# design 1

==> design_1/congestion_map.png <==
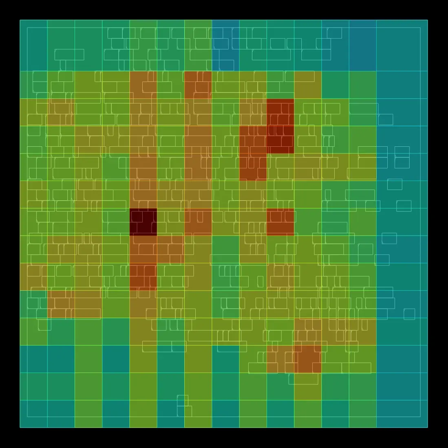
==> design_1/class_map.png <==
Scale bar: 20 um.
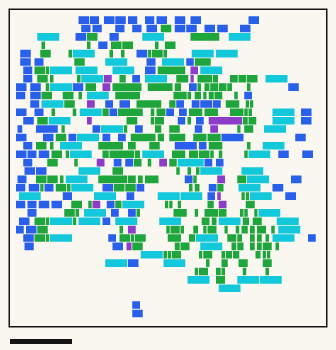
`src/rtl/seg7_scan.sv`:
```
// Four-digit multiplexed hex seven-segment driver: holds a 32-bit word,
// shows one 16-bit half, scans digits with a programmable dwell per digit.
module seg7_scan #(
    parameter int SCAN_DIV = 50000
) (
    input  logic        clk,
    input  logic        reset,
    input  logic [31:0] data_in,
    input  logic        data_we,
    input  logic        page,
    input  logic [3:0]  dp_in,
    input  logic        blank_lz,
    output logic [7:0]  Segment,
    output logic [3:0]  AN,
    output logic [31:0] data_hold,
    output logic        frame_done
);

    localparam int CNT_W = (SCAN_DIV > 1) ? $clog2(SCAN_DIV) : 1;
    localparam logic [CNT_W-1:0] CNT_MAX = CNT_W'(SCAN_DIV - 1);

    logic [CNT_W-1:0] cnt;
    logic [1:0]       idx;
    logic             wrapped;

    logic             last_tick;
    logic [15:0]      half;
    logic [3:0]       nibble;
    logic             digit_blank;
    logic [6:0]       seg_code;
    logic [7:0]       seg_next;
    logic [3:0]       an_next;
    logic             frame_next;

    function automatic logic [6:0] hex_decode(input logic [3:0] v);
        logic [6:0] s;
        case (v)
            4'h0:    s = 7'b1000000;
            4'h1:    s = 7'b1111001;
            4'h2:    s = 7'b0100100;
            4'h3:    s = 7'b0110000;
            4'h4:    s = 7'b0011001;
            4'h5:    s = 7'b0010010;
            4'h6:    s = 7'b0000010;
            4'h7:    s = 7'b1111000;
            4'h8:    s = 7'b0000000;
            4'h9:    s = 7'b0010000;
            4'hA:    s = 7'b0001000;
            4'hB:    s = 7'b0000011;
            4'hC:    s = 7'b1000110;
            4'hD:    s = 7'b0100001;
            4'hE:    s = 7'b0000110;
            default: s = 7'b0001110;
        endcase
        return s;
    endfunction

    always_comb begin
        last_tick = (cnt == CNT_MAX);
        half      = page ? data_hold[31:16] : data_hold[15:0];
        nibble    = 4'(half >> {idx, 2'b00});

        // A digit is a leading zero only if it and everything above it is zero.
        digit_blank = 1'b0;
        case (idx)
            2'd1:    digit_blank = blank_lz && (half[15:4] == 12'h000);
            2'd2:    digit_blank = blank_lz && (half[15:8] == 8'h00);
            2'd3:    digit_blank = blank_lz && (half[15:12] == 4'h0);
            default: digit_blank = 1'b0;
        endcase

        seg_code = hex_decode(nibble);
        if (digit_blank) begin
            seg_next = 8'hFF;
            an_next  = 4'b1111;
        end else begin
            seg_next = {~dp_in[idx], seg_code};
            an_next  = ~(4'b0001 << idx);
        end

        // Pins lag idx by one edge, so digit 0 appears at the pins on the
        // edge where idx/cnt sit at the very start of digit 0.
        frame_next = wrapped && (idx == 2'd0) && (cnt == '0);
    end

    always_ff @(posedge clk) begin
        if (reset) begin
            data_hold  <= 32'h0;
            cnt        <= '0;
            idx        <= 2'd0;
            wrapped    <= 1'b0;
            AN         <= 4'b1111;
            Segment    <= 8'hFF;
            frame_done <= 1'b0;
        end else begin
            if (data_we) begin
                data_hold <= data_in;
            end
            if (last_tick) begin
                cnt <= '0;
                idx <= idx + 2'd1;
                if (idx == 2'd3) begin
                    wrapped <= 1'b1;
                end
            end else begin
                cnt <= cnt + 1'b1;
            end
            AN         <= an_next;
            Segment    <= seg_next;
            frame_done <= frame_next;
        end
    end

endmodule

```
`config.mk`:
```
export PLATFORM = sky130hd
export DESIGN_NAME = seg7_scan
export DESIGN_NICKNAME = d
export VERILOG_FILES = /design/src/rtl/seg7_scan.sv
export SDC_FILE = /design/constraint.sdc
export NUM_CORES = 1
export LEC_CHECK = 0
export CORE_MARGIN = 1.5
export CORE_UTILIZATION = 30
export CTS_BUF_LIST = sky130_fd_sc_hd__clkbuf_4
export DETAILED_ROUTE_END_ITERATION = 7
export PLACE_DENSITY_LB_ADDON = 0.3
export SYNTH_ARGS = -nofsm -noshare
export SYNTH_HDL_FRONTEND = slang
export SYNTH_SLANG_ARGS = --single-unit
```
`constraint.sdc`:
```
create_clock -name clk -period 2.2 [get_ports clk]
set_clock_uncertainty 0.15 [all_clocks]
set_input_delay 0.44 -clock clk [delete_from_list [all_inputs] [get_ports clk]]
set_output_delay 0.44 -clock clk [all_outputs]
set_load 0.05 [all_outputs]
```
==> changes_impl.md <==
## Flow update

- Outcome: complete, no violations
- WHS: 0.333 ns
- Layout cells sized above 1: 18.8%
- Top sig layer: met4
- Critical path depth in cells: 9
- Critical Path Start: idx[0]
- Crit path top cell by count: o21ai_1
- VDD IR max: 0.000326 V
- Placed cell areas: 0.00417 mm2
- P_int: 1860 uW
- Routed met1 length: 3.66 mm
- Number of remaining DRC errors: 0
- Fin nets: 464
- Largest Register: data_hold
- Logic area: 0.00160 mm2
- Pin count of the biggest net entering global routing: 33
- Routed Antenna Nets: 0
- Crit path kind: flip-flop to flip-flop
- Critical-path top delay cell: mux4_2
- Critical Path RT: 2.35 ns
- Minimum clock period: 2.13 ns
Notes on design_1/congestion_map.png above:
global routing usage on met2: 21.5%
GRT met1 Usage: 20.5%
fin util: 44.5%
met3 usage: 4.34%

Notes on design_1/class_map.png above:
Key: cyan = registers [cells 64]; purple = clock drivers and dummy loads [cells 16]; green = remaining logic cells [cells 217]; blue = remaining buffers and delay cells [cells 119]


# design 2

==> design_2/sizing.png <==
Scale bar: 50 um.
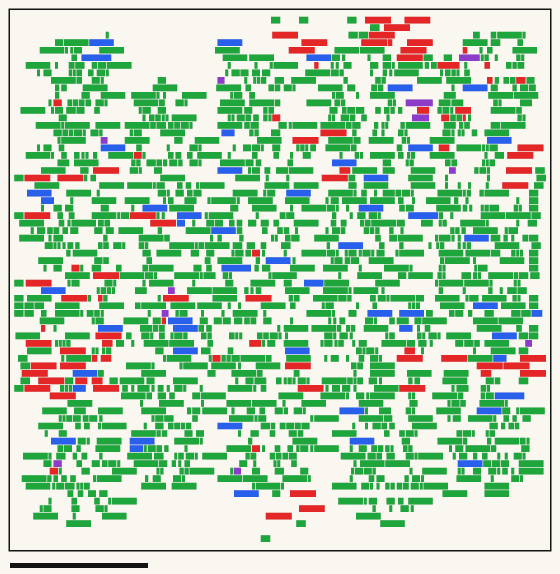
==> design_2/class_map.png <==
Scale bar: 50 um.
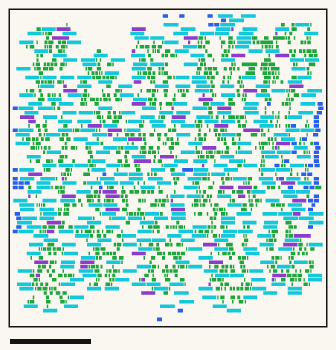
--- config.mk ---
export PLATFORM = sky130hd
export DESIGN_NAME = panel_keypad
export DESIGN_NICKNAME = d
export VERILOG_FILES = /design/src/rtl/panel_keypad_pkg.sv /design/src/rtl/panel_keypad_key_debounce.sv /design/src/rtl/panel_keypad.sv
export SDC_FILE = /design/constraint.sdc
export NUM_CORES = 1
export LEC_CHECK = 0
export CORE_UTILIZATION = 40
export DETAILED_ROUTE_END_ITERATION = 12
export PLACE_DENSITY_LB_ADDON = 0.12
export SYNTH_ARGS = -nofsm -noshare
export SYNTH_HDL_FRONTEND = slang
export SYNTH_SLANG_ARGS = --single-unit
--- constraint.sdc ---
create_clock -name clk -period 17.4 [get_ports clk]
set_input_delay 3.48 -clock clk [delete_from_list [all_inputs] [get_ports clk]]
set_output_delay 3.48 -clock clk [all_outputs]
set_load 0.005 [all_outputs]
--- src/rtl/panel_keypad_pkg.sv ---
// Shared definitions for panel_keypad: command indices, scan states, helpers.
// Auto-repeat is enabled by defining KEYPAD_AUTOREPEAT_EN.
package panel_keypad_pkg;

    localparam int NUM_CMD      = 13;
    localparam int CMD_STEP     = 0;
    localparam int CMD_RESET    = 1;
    localparam int CMD_RUNHALT  = 2;
    localparam int CMD_STOREINC = 3;
    localparam int CMD_IRQ      = 4;
    localparam int CMD_DEC      = 5;
    localparam int CMD_LOAD     = 6;
    localparam int CMD_TOA      = 7;
    localparam int CMD_TOSP     = 8;
    localparam int CMD_TOX      = 9;
    localparam int CMD_TOY      = 10;
    localparam int CMD_TOPC     = 11;
    localparam int CMD_CLR      = 12;

    typedef enum logic [1:0] {
        ST_SCAN  = 2'd0,
        ST_PRESS = 2'd1,
        ST_HELD  = 2'd2
    } scan_state_e;

    function automatic logic [1:0] lowest_low(input logic [3:0] n);
        logic [1:0] r;
        r = 2'd0;
        for (int i = 3; i >= 0; i--) begin
            if (!n[i]) r = 2'(i);
        end
        return r;
    endfunction

    function automatic logic [NUM_CMD-1:0] lowest_one(
        input logic [NUM_CMD-1:0] v
    );
        logic [NUM_CMD-1:0] r;
        r = '0;
        for (int i = 0; i < NUM_CMD; i++) begin
            if (v[i] && (r == '0)) r[i] = 1'b1;
        end
        return r;
    endfunction

endpackage

--- src/rtl/panel_keypad_key_debounce.sv ---
// One command button: 2-flop sync, stable-level debounce, accepted-press strobe.
// The held output exists only when KEYPAD_AUTOREPEAT_EN is defined.
module panel_keypad_key_debounce #(
    parameter int DEBOUNCE_CYCLES = 50000
) (
    input  logic clk,
    input  logic rst,
    input  logic key_n,
`ifdef KEYPAD_AUTOREPEAT_EN
    output logic held,
`endif
    output logic press
);

    localparam int CW = $clog2(DEBOUNCE_CYCLES + 1);

    logic          sync1_q, sync1_d;
    logic          sync2_q, sync2_d;
    logic          stable_q, stable_d;
    logic [CW-1:0] cnt_q, cnt_d;

    // cnt_q counts consecutive cycles the synced input disagrees with stable_q
    always_comb begin
        sync1_d  = key_n;
        sync2_d  = sync1_q;
        stable_d = stable_q;
        cnt_d    = '0;
        press    = 1'b0;
        if (sync2_q != stable_q) begin
            if (cnt_q == CW'(DEBOUNCE_CYCLES - 1)) begin
                stable_d = sync2_q;
                press    = ~sync2_q;
            end else begin
                cnt_d = cnt_q + CW'(1);
            end
        end
    end

    always_ff @(posedge clk or posedge rst) begin
        if (rst) begin
            sync1_q  <= 1'b1;
            sync2_q  <= 1'b1;
            stable_q <= 1'b1;
            cnt_q    <= '0;
        end else begin
            sync1_q  <= sync1_d;
            sync2_q  <= sync2_d;
            stable_q <= stable_d;
            cnt_q    <= cnt_d;
        end
    end

`ifdef KEYPAD_AUTOREPEAT_EN
    assign held = ~stable_q;
`endif

endmodule

--- src/rtl/panel_keypad.sv ---
// Front-panel encoder: 4x4 hex keypad scan, hex entry, 13 debounced commands.
// Define KEYPAD_AUTOREPEAT_EN to auto-repeat STOREINC and DEC while held.
module panel_keypad
    import panel_keypad_pkg::*;
#(
    parameter int SCAN_DIV        = 64,
    parameter int DEBOUNCE_CYCLES = 50000
`ifdef KEYPAD_AUTOREPEAT_EN
  , parameter int REPEAT_DELAY    = 25000000,
    parameter int REPEAT_RATE     = 5000000
`endif
) (
    input  logic        clk,
    input  logic        rst,
    output logic [3:0]  row_n,
    input  logic [3:0]  col_n,
    input  logic [12:0] cmd_n,
    output logic [15:0] user_input,
    output logic        input_valid,
    output logic [2:0]  digit_count,
    output logic [12:0] cmd_pulse
);

    localparam int DW = $clog2(SCAN_DIV + 1);
    localparam int CW = $clog2(DEBOUNCE_CYCLES + 1);

    logic [3:0]         col_s1_q, col_s1_d;
    logic [3:0]         col_s_q, col_s_d;
    scan_state_e        state_q, state_d;
    logic [1:0]         row_idx_q, row_idx_d;
    logic [1:0]         col_idx_q, col_idx_d;
    logic [DW-1:0]      div_q, div_d;
    logic [CW-1:0]      cnt_q, cnt_d;
    logic [3:0]         row_n_q, row_n_d;
    logic               digit_evt;

    logic [15:0]        entry_q, entry_d;
    logic [2:0]         digit_count_q, digit_count_d;
    logic [NUM_CMD-1:0] pending_q, pending_d;
    logic [NUM_CMD-1:0] cmd_pulse_q, cmd_pulse_d;
    logic [NUM_CMD-1:0] cmd_press;
    logic [NUM_CMD-1:0] rpt_req;
    logic [NUM_CMD-1:0] req;
    logic [15:0]        entry_base;
    logic [2:0]         count_base;

`ifdef KEYPAD_AUTOREPEAT_EN
    logic [NUM_CMD-1:0] cmd_held;
`endif

    for (genvar i = 0; i < NUM_CMD; i++) begin : g_cmd
        panel_keypad_key_debounce #(
            .DEBOUNCE_CYCLES(DEBOUNCE_CYCLES)
        ) u_db (
            .clk   (clk),
            .rst   (rst),
            .key_n (cmd_n[i]),
`ifdef KEYPAD_AUTOREPEAT_EN
            .held  (cmd_held[i]),
`endif
            .press (cmd_press[i])
        );
    end

    always_comb begin
        col_s1_d  = col_n;
        col_s_d   = col_s1_q;
        state_d   = state_q;
        row_idx_d = row_idx_q;
        col_idx_d = col_idx_q;
        div_d     = div_q;
        cnt_d     = cnt_q;
        digit_evt = 1'b0;
        unique case (state_q)
            ST_SCAN: begin
                if (div_q == DW'(SCAN_DIV - 1)) begin
                    div_d = '0;
                    if (&col_s_q) begin
                        row_idx_d = row_idx_q + 2'd1;
                    end else begin
                        col_idx_d = lowest_low(col_s_q);
                        cnt_d     = '0;
                        state_d   = ST_PRESS;
                    end
                end else begin
                    div_d = div_q + DW'(1);
                end
            end
            ST_PRESS: begin
                if (col_s_q[col_idx_q]) begin
                    state_d = ST_SCAN;
                    div_d   = '0;
                end else if (cnt_q == CW'(DEBOUNCE_CYCLES - 1)) begin
                    digit_evt = 1'b1;
                    cnt_d     = '0;
                    state_d   = ST_HELD;
                end else begin
                    cnt_d = cnt_q + CW'(1);
                end
            end
            ST_HELD: begin
                if (!col_s_q[col_idx_q]) begin
                    cnt_d = '0;
                end else if (cnt_q == CW'(DEBOUNCE_CYCLES - 1)) begin
                    cnt_d     = '0;
                    div_d     = '0;
                    row_idx_d = row_idx_q + 2'd1;
                    state_d   = ST_SCAN;
                end else begin
                    cnt_d = cnt_q + CW'(1);
                end
            end
            default: begin
                state_d = ST_SCAN;
            end
        endcase
        row_n_d = ~(4'b0001 << row_idx_d);
    end

    always_ff @(posedge clk or posedge rst) begin
        if (rst) begin
            col_s1_q  <= 4'hF;
            col_s_q   <= 4'hF;
            state_q   <= ST_SCAN;
            row_idx_q <= 2'd0;
            col_idx_q <= 2'd0;
            div_q     <= '0;
            cnt_q     <= '0;
            row_n_q   <= 4'hF;
        end else begin
            col_s1_q  <= col_s1_d;
            col_s_q   <= col_s_d;
            state_q   <= state_d;
            row_idx_q <= row_idx_d;
            col_idx_q <= col_idx_d;
            div_q     <= div_d;
            cnt_q     <= cnt_d;
            row_n_q   <= row_n_d;
        end
    end

`ifdef KEYPAD_AUTOREPEAT_EN
    localparam int RPT_MAX =
        (REPEAT_DELAY > REPEAT_RATE) ? REPEAT_DELAY : REPEAT_RATE;
    localparam int RW = $clog2(RPT_MAX + 1);

    logic [1:0] rpt_hit;

    // Timer restarts on every pulse of the key, so repeats are spaced from pulses
    for (genvar g = 0; g < 2; g++) begin : g_rpt
        localparam int IDX = (g == 0) ? CMD_STOREINC : CMD_DEC;
        logic [RW-1:0] rpt_cnt_q, rpt_cnt_d;
        logic          run_q, run_d;
        logic          first_q, first_d;
        logic [RW-1:0] limit;
        logic          hit;

        always_comb begin
            limit     = first_q ? RW'(REPEAT_DELAY - 1)
                                : RW'(REPEAT_RATE - 1);
            rpt_cnt_d = rpt_cnt_q;
            run_d     = run_q;
            first_d   = first_q;
            hit       = 1'b0;
            if (!cmd_held[IDX]) begin
                run_d   = 1'b0;
                first_d = 1'b1;
            end else if (cmd_pulse_q[IDX]) begin
                run_d     = 1'b1;
                rpt_cnt_d = RW'(1);
            end else if (run_q) begin
                if (rpt_cnt_q == limit) begin
                    hit     = 1'b1;
                    run_d   = 1'b0;
                    first_d = 1'b0;
                end else begin
                    rpt_cnt_d = rpt_cnt_q + RW'(1);
                end
            end
        end

        always_ff @(posedge clk or posedge rst) begin
            if (rst) begin
                rpt_cnt_q <= '0;
                run_q     <= 1'b0;
                first_q   <= 1'b1;
            end else begin
                rpt_cnt_q <= rpt_cnt_d;
                run_q     <= run_d;
                first_q   <= first_d;
            end
        end

        assign rpt_hit[g] = hit;
    end

    always_comb begin
        rpt_req               = '0;
        rpt_req[CMD_STOREINC] = rpt_hit[0];
        rpt_req[CMD_DEC]      = rpt_hit[1];
    end
`else
    assign rpt_req = '0;
`endif

    // The entry survives the pulse cycle so the consumer can sample it
    always_comb begin
        req         = pending_q | cmd_press | rpt_req;
        cmd_pulse_d = lowest_one(req);
        pending_d   = req & ~cmd_pulse_d;
        entry_base  = (|cmd_pulse_q) ? 16'h0 : entry_q;
        count_base  = (|cmd_pulse_q) ? 3'd0 : digit_count_q;
        entry_d       = entry_base;
        digit_count_d = count_base;
        if (digit_evt) begin
            entry_d       = {entry_base[11:0], row_idx_q, col_idx_q};
            digit_count_d = (count_base == 3'd4) ? 3'd4
                                                 : count_base + 3'd1;
        end
    end

    always_ff @(posedge clk or posedge rst) begin
        if (rst) begin
            entry_q       <= 16'h0;
            digit_count_q <= 3'd0;
            pending_q     <= '0;
            cmd_pulse_q   <= '0;
        end else begin
            entry_q       <= entry_d;
            digit_count_q <= digit_count_d;
            pending_q     <= pending_d;
            cmd_pulse_q   <= cmd_pulse_d;
        end
    end

    assign row_n       = row_n_q;
    assign user_input  = entry_q;
    assign digit_count = digit_count_q;
    assign input_valid = (digit_count_q != 3'd0);
    assign cmd_pulse   = cmd_pulse_q;

endmodule

==> changes_impl.md <==
## Flow update

- Logic share of the area: 36.7%
- CP Launch Type: input port
- Wire length on met3: 884 um
- Pwr top: the clock network
- Fraction of the cycle the final worst path needs: 32.2%
- Outcome: complete, no violations
- CP Cell Sequence: clkdlybuf4s50_1 -> inv_8 -> buf_4 -> buf_12
- Inverters, non-clock: 31
- CP Buf/Inv Count: 4
- Crit path capture: g_cmd[3].u_db.cnt_q[13]
- Clk latency late pin: 0.51 ns
- # IOs: 56
- Top cell excl fill/tap: dfrtp_1
- Final global-route overflow total: 0
- Input/output buffers: 55
- Critical path depth in cells: 4
- Hold Path Sink: g_cmd[9].u_db.sync2_q
- Simple-gate share of the synthesized area: 24.1%
- All-Layer GR Usage: 14.9%
- Clock buffers: 53
- Rel. slew slack: 37.8%
- Max clock buf depth: 3
- Crit-path max FO: 139
- Post-synth EDFFs: 0
## Picture notes: design_2/sizing.png
Key: red = x2 [cells 83, share 5.5%]; purple = x3 and x4 [cells 11, share 0.73%]; blue = x6 and larger [cells 52, share 3.4%]; green = x1 and smaller [cells 1,369, share 90%]
area grow syn2layout: 15.6%
PnR worst setup slack: 11.79 ns
Buffers, non-clock: 60
fin area: 0.0173 mm2

## Picture notes: design_2/class_map.png
Key: green = remaining logic cells [cells 1,055]; cyan = registers [cells 332]; blue = remaining buffers and delay cells [cells 60]; purple = clock drivers and dummy loads [cells 68]


# design 3

File: config.mk
export PLATFORM = sky130hd
export DESIGN_NAME = multicycle_alu
export DESIGN_NICKNAME = d
export VERILOG_FILES = /design/src/rtl/multicycle_alu.sv
export SDC_FILE = /design/constraint.sdc
export NUM_CORES = 1
export LEC_CHECK = 0
export ABC_AREA = 1
export CAP_MARGIN = 40
export CORE_MARGIN = 2
export CORE_UTILIZATION = 50
export DETAILED_ROUTE_END_ITERATION = 6
export PLACE_DENSITY = 0.72
export SLEW_MARGIN = 20
export SYNTH_ARGS = -nofsm -noshare
export SYNTH_HDL_FRONTEND = slang
export SYNTH_SLANG_ARGS = --single-unit
File: constraint.sdc
create_clock -name clk -period 6.3 [get_ports clk]
set_clock_uncertainty 0.15 [all_clocks]
set_input_delay 1.575 -clock clk [delete_from_list [all_inputs] [get_ports clk]]
set_output_delay 1.575 -clock clk [all_outputs]
set_load 0.02 [all_outputs]
File: src/rtl/multicycle_alu.sv
// Execute-stage ALU with valid/ready handshakes: single-cycle logic/arith/shift ops, iterative
// shift-add MUL, and a restoring DIV that is only built when ALU_DIV_EN is defined.
module multicycle_alu #(
    parameter int WIDTH = 16,
    parameter int CNT_W = $clog2(WIDTH) + 1
) (
    input  logic             clk,
    input  logic             rst_n,
    input  logic             inValid,
    output logic             inReady,
    input  logic [3:0]       aluSignals,
    input  logic [WIDTH-1:0] firstOperand,
    input  logic [WIDTH-1:0] secondOperand,
    output logic             outValid,
    input  logic             outReady,
    output logic [WIDTH-1:0] result,
    output logic [WIDTH-1:0] resultHi,
    output logic             zeroFlag,
    output logic             carryFlag,
    output logic             overFlowFlag,
    output logic             negativeFlag
);
    typedef enum logic [1:0] {IDLE, HOLD, BUSY} state_t;

    localparam logic [3:0] OP_NOT = 4'd1;
    localparam logic [3:0] OP_INC = 4'd2;
    localparam logic [3:0] OP_DEC = 4'd3;
    localparam logic [3:0] OP_MOV = 4'd4;
    localparam logic [3:0] OP_ADD = 4'd5;
    localparam logic [3:0] OP_SUB = 4'd6;
    localparam logic [3:0] OP_AND = 4'd7;
    localparam logic [3:0] OP_OR  = 4'd8;
    localparam logic [3:0] OP_SHL = 4'd9;
    localparam logic [3:0] OP_SHR = 4'd10;
    localparam logic [3:0] OP_MUL = 4'd11;
`ifdef ALU_DIV_EN
    localparam logic [3:0] OP_DIV = 4'd12;
`endif
    localparam logic [WIDTH-1:0] MAX_POS = {1'b0, {(WIDTH-1){1'b1}}};
    localparam logic [WIDTH-1:0] MIN_NEG = {1'b1, {(WIDTH-1){1'b0}}};
    localparam logic [WIDTH-1:0] WIDTH_V = WIDTH'(WIDTH);

    state_t           state_q, state_d;
    logic [WIDTH-1:0] res_q, res_d, res_hi_q, res_hi_d;
    logic             z_q, z_d, c_q, c_d, v_q, v_d, n_q, n_d;
    logic [CNT_W-1:0] cnt_q, cnt_d;
    // opa: multiplicand or divisor; lo: multiplier->product low or dividend->quotient;
    // hi: partial product high or partial remainder.
    logic [WIDTH-1:0] opa_q, opa_d, lo_q, lo_d, hi_q, hi_d;
`ifdef ALU_DIV_EN
    logic             is_div_q, is_div_d;
    logic [WIDTH:0]   div_shift;
    logic             div_ge;
    logic [WIDTH-1:0] div_hi, div_lo;
`endif

    logic             accept, is_iter;
    logic [WIDTH:0]   add_w, sub_w, inc_w, dec_w, mul_sum;
    logic [WIDTH-1:0] sc_res, step_hi, step_lo;
    logic             sc_c, sc_v;

    assign inReady  = (state_q == IDLE) || ((state_q == HOLD) && outReady);
    assign accept   = inValid && inReady;
    assign outValid = (state_q == HOLD);
    assign result       = res_q;
    assign resultHi     = res_hi_q;
    assign zeroFlag     = z_q;
    assign carryFlag    = c_q;
    assign overFlowFlag = v_q;
    assign negativeFlag = n_q;

`ifdef ALU_DIV_EN
    assign is_iter = (aluSignals == OP_MUL) || (aluSignals == OP_DIV);
`else
    assign is_iter = (aluSignals == OP_MUL);
`endif

    always_comb begin
        add_w  = {1'b0, firstOperand} + {1'b0, secondOperand};
        sub_w  = {1'b0, firstOperand} - {1'b0, secondOperand};
        inc_w  = {1'b0, firstOperand} + {{WIDTH{1'b0}}, 1'b1};
        dec_w  = {1'b0, firstOperand} - {{WIDTH{1'b0}}, 1'b1};
        sc_res = '0;
        sc_c   = 1'b0;
        sc_v   = 1'b0;
        case (aluSignals)
            OP_NOT: sc_res = ~firstOperand;
            OP_INC: begin
                {sc_c, sc_res} = inc_w;
                sc_v = (firstOperand == MAX_POS);
            end
            OP_DEC: begin
                {sc_c, sc_res} = dec_w;
                sc_v = (firstOperand == MIN_NEG);
            end
            OP_MOV: sc_res = firstOperand;
            OP_ADD: begin
                {sc_c, sc_res} = add_w;
                sc_v = (firstOperand[WIDTH-1] == secondOperand[WIDTH-1]) &&
                       (add_w[WIDTH-1] != firstOperand[WIDTH-1]);
            end
            OP_SUB: begin
                {sc_c, sc_res} = sub_w;
                sc_v = (firstOperand[WIDTH-1] != secondOperand[WIDTH-1]) &&
                       (sub_w[WIDTH-1] != firstOperand[WIDTH-1]);
            end
            OP_AND: sc_res = firstOperand & secondOperand;
            OP_OR:  sc_res = firstOperand | secondOperand;
            OP_SHL: sc_res = (secondOperand >= WIDTH_V) ? '0 : firstOperand << secondOperand;
            OP_SHR: sc_res = (secondOperand >= WIDTH_V) ? '0 : firstOperand >> secondOperand;
            default: ;
        endcase
    end

    // One shift-add step: conditionally add the multiplicand, then shift {hi,lo} right.
    assign mul_sum = {1'b0, hi_q} + ({1'b0, opa_q} & {(WIDTH+1){lo_q[0]}});
    assign step_hi = mul_sum[WIDTH:1];
    assign step_lo = {mul_sum[0], lo_q[WIDTH-1:1]};

`ifdef ALU_DIV_EN
    // A zero divisor naturally yields an all-ones quotient and the dividend as remainder.
    assign div_shift = {hi_q, lo_q[WIDTH-1]};
    assign div_ge    = (div_shift >= {1'b0, opa_q});
    assign div_hi    = div_ge ? (div_shift[WIDTH-1:0] - opa_q) : div_shift[WIDTH-1:0];
    assign div_lo    = {lo_q[WIDTH-2:0], div_ge};
`endif

    always_comb begin
        state_d  = state_q;
        res_d    = res_q;
        res_hi_d = res_hi_q;
        z_d      = z_q;
        c_d      = c_q;
        v_d      = v_q;
        n_d      = n_q;
        cnt_d    = cnt_q;
        opa_d    = opa_q;
        lo_d     = lo_q;
        hi_d     = hi_q;
`ifdef ALU_DIV_EN
        is_div_d = is_div_q;
`endif
        case (state_q)
            IDLE: ;
            HOLD: if (outReady) state_d = IDLE;
            BUSY: begin
                cnt_d = cnt_q - 1'b1;
                hi_d  = step_hi;
                lo_d  = step_lo;
`ifdef ALU_DIV_EN
                if (is_div_q) begin
                    hi_d = div_hi;
                    lo_d = div_lo;
                end
`endif
                if (cnt_q == CNT_W'(1)) begin
                    state_d  = HOLD;
                    res_d    = lo_d;
                    res_hi_d = hi_d;
                    z_d      = (lo_d == '0);
                    n_d      = lo_d[WIDTH-1];
                    c_d      = |hi_d;
                    v_d      = |hi_d;
`ifdef ALU_DIV_EN
                    if (is_div_q) begin
                        c_d = 1'b0;
                        v_d = (opa_q == '0);
                    end
`endif
                end
            end
            default: state_d = IDLE;
        endcase

        if (accept) begin
            if (is_iter) begin
                state_d = BUSY;
                cnt_d   = CNT_W'(WIDTH);
                hi_d    = '0;
                opa_d   = firstOperand;
                lo_d    = secondOperand;
`ifdef ALU_DIV_EN
                is_div_d = (aluSignals == OP_DIV);
                if (aluSignals == OP_DIV) begin
                    opa_d = secondOperand;
                    lo_d  = firstOperand;
                end
`endif
            end else begin
                state_d  = HOLD;
                res_d    = sc_res;
                res_hi_d = '0;
                z_d      = (sc_res == '0);
                n_d      = sc_res[WIDTH-1];
                c_d      = sc_c;
                v_d      = sc_v;
            end
        end
    end

    always_ff @(posedge clk or negedge rst_n) begin
        if (!rst_n) begin
            state_q  <= IDLE;
            res_q    <= '0;
            res_hi_q <= '0;
            z_q      <= 1'b0;
            c_q      <= 1'b0;
            v_q      <= 1'b0;
            n_q      <= 1'b0;
            cnt_q    <= '0;
            opa_q    <= '0;
            lo_q     <= '0;
            hi_q     <= '0;
`ifdef ALU_DIV_EN
            is_div_q <= 1'b0;
`endif
        end else begin
            state_q  <= state_d;
            res_q    <= res_d;
            res_hi_q <= res_hi_d;
            z_q      <= z_d;
            c_q      <= c_d;
            v_q      <= v_d;
            n_q      <= n_d;
            cnt_q    <= cnt_d;
            opa_q    <= opa_d;
            lo_q     <= lo_d;
            hi_q     <= hi_d;
`ifdef ALU_DIV_EN
            is_div_q <= is_div_d;
`endif
        end
    end
endmodule

==> design_3/class_map.png <==
Scale bar: 50 um.
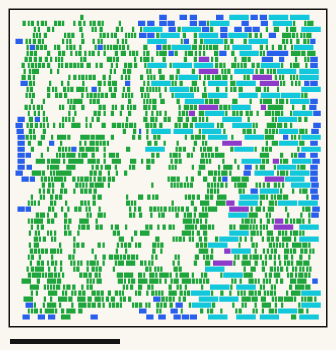
Key: purple = clock drivers and dummy loads [cells 16]; cyan = registers [cells 91]; blue = remaining buffers and delay cells [cells 99]; green = remaining logic cells [cells 1,423]
Cell Rows: 51
Seq area share: 20.6%
fin area: 0.0110 mm2
core area: 0.0193 mm2

==> design_3/ff_map.png <==
Scale bar: 50 um. Other sequential cells in the stronger grey, the rest of the logic in the fainter grey.
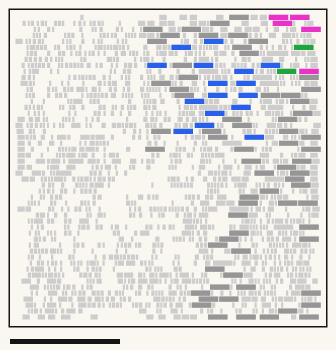
Key: green = state_q [sequential cells 2]; blue = lo_q [sequential cells 16]; magenta = cnt_q [sequential cells 5, where north-east]
Another 68 sequential cells are not coloured.

==> changes_impl.md <==
## Flow update

- Leakage dissipation: 0.00555 uW
- Sequential cell area: 0.00228 mm2
- Max Cap Violations: 0
- Failing checks: design-rule violations
- Number of remaining DRC errors: 9
- DRT Wirelength: 37.1 mm
- Final slew viol count: 0
- CP Launch Type: input port
- Crit-path max FO: 10
- Worst Tran Pin Value: 0.839 ns
- WHS: 0.337 ns
- Minimum clock period: 4.93 ns
- Most frequent cells in the layout: nand2_1 (395), inv_1 (176), nand3_1 (174)
- Main area contributors: dfrtp_1 (23%), nand2_1 (15%), nand3_1 (9.0%)
- Post-CTS Hold Buffers: 0
- Cell Type Count: 46
- CP Buf/Inv Count: 3
- PnR worst setup slack: 1.37 ns
- R2r endpoint: overFlowFlag
- Commonest cells in the netlist: nand2_1 (395), inv_1 (177), nand3_1 (174), nor2_1 (162), o21ai_0 (106)
- Seq/Total Area, Yosys: 23.4%
- Logic area: 0.00644 mm2
- Fmax: 0.203 GHz
- Final global-route overflow total: 0
- Fin cells: 1,895
- Pin count of the biggest net entering global routing: 59
- Fraction of the cycle the final worst path needs: 78.2%
- Outcome: finished, violations left
- Yosys xor share: 1.17%


==> screenshots <==
Logic cells by family.
picture 1
Scale bar: 50 um.
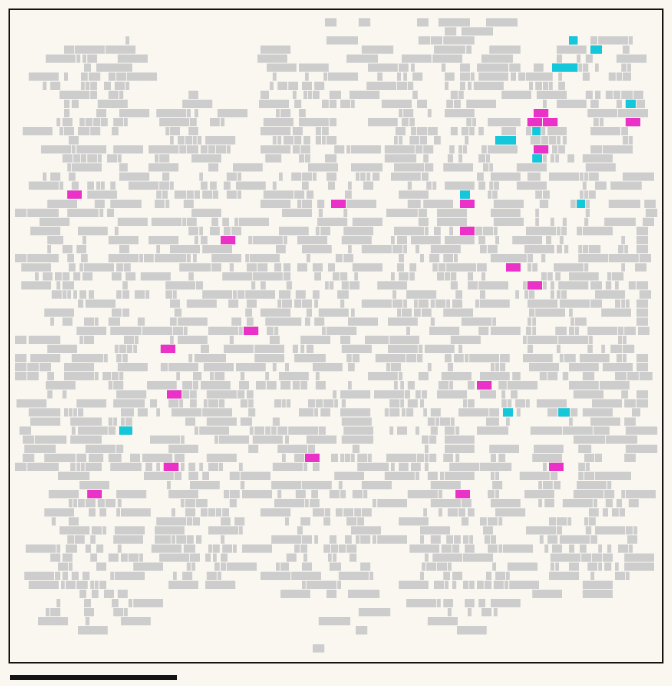
picture 2
Scale bar: 20 um.
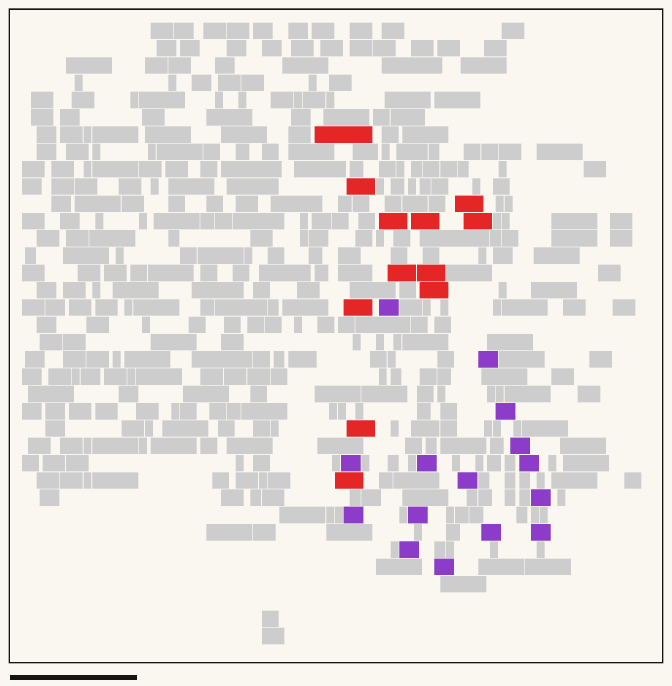
picture 3
Scale bar: 50 um.
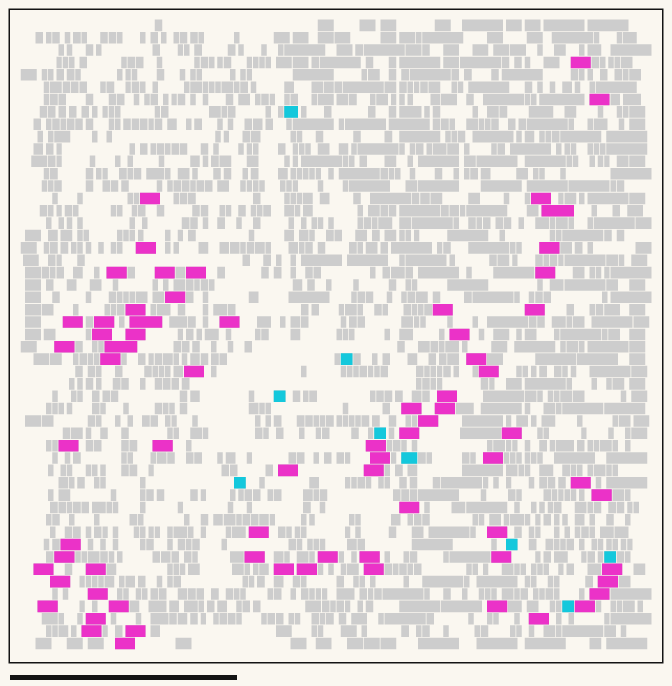
Of these, largest die: picture 1
| picture | from |
|---|---|
| picture 3 | design 3 |
| picture 1 | design 2 |
| picture 2 | design 1 |

Key to picture 2:
Key: red = fa/ha/maj cells [cells 12, most used ha_1]; purple = xor and xnor cells [cells 15, most used xnor2_1]

Power figures rest on the tool's default switching activity, not on a simulated workload.
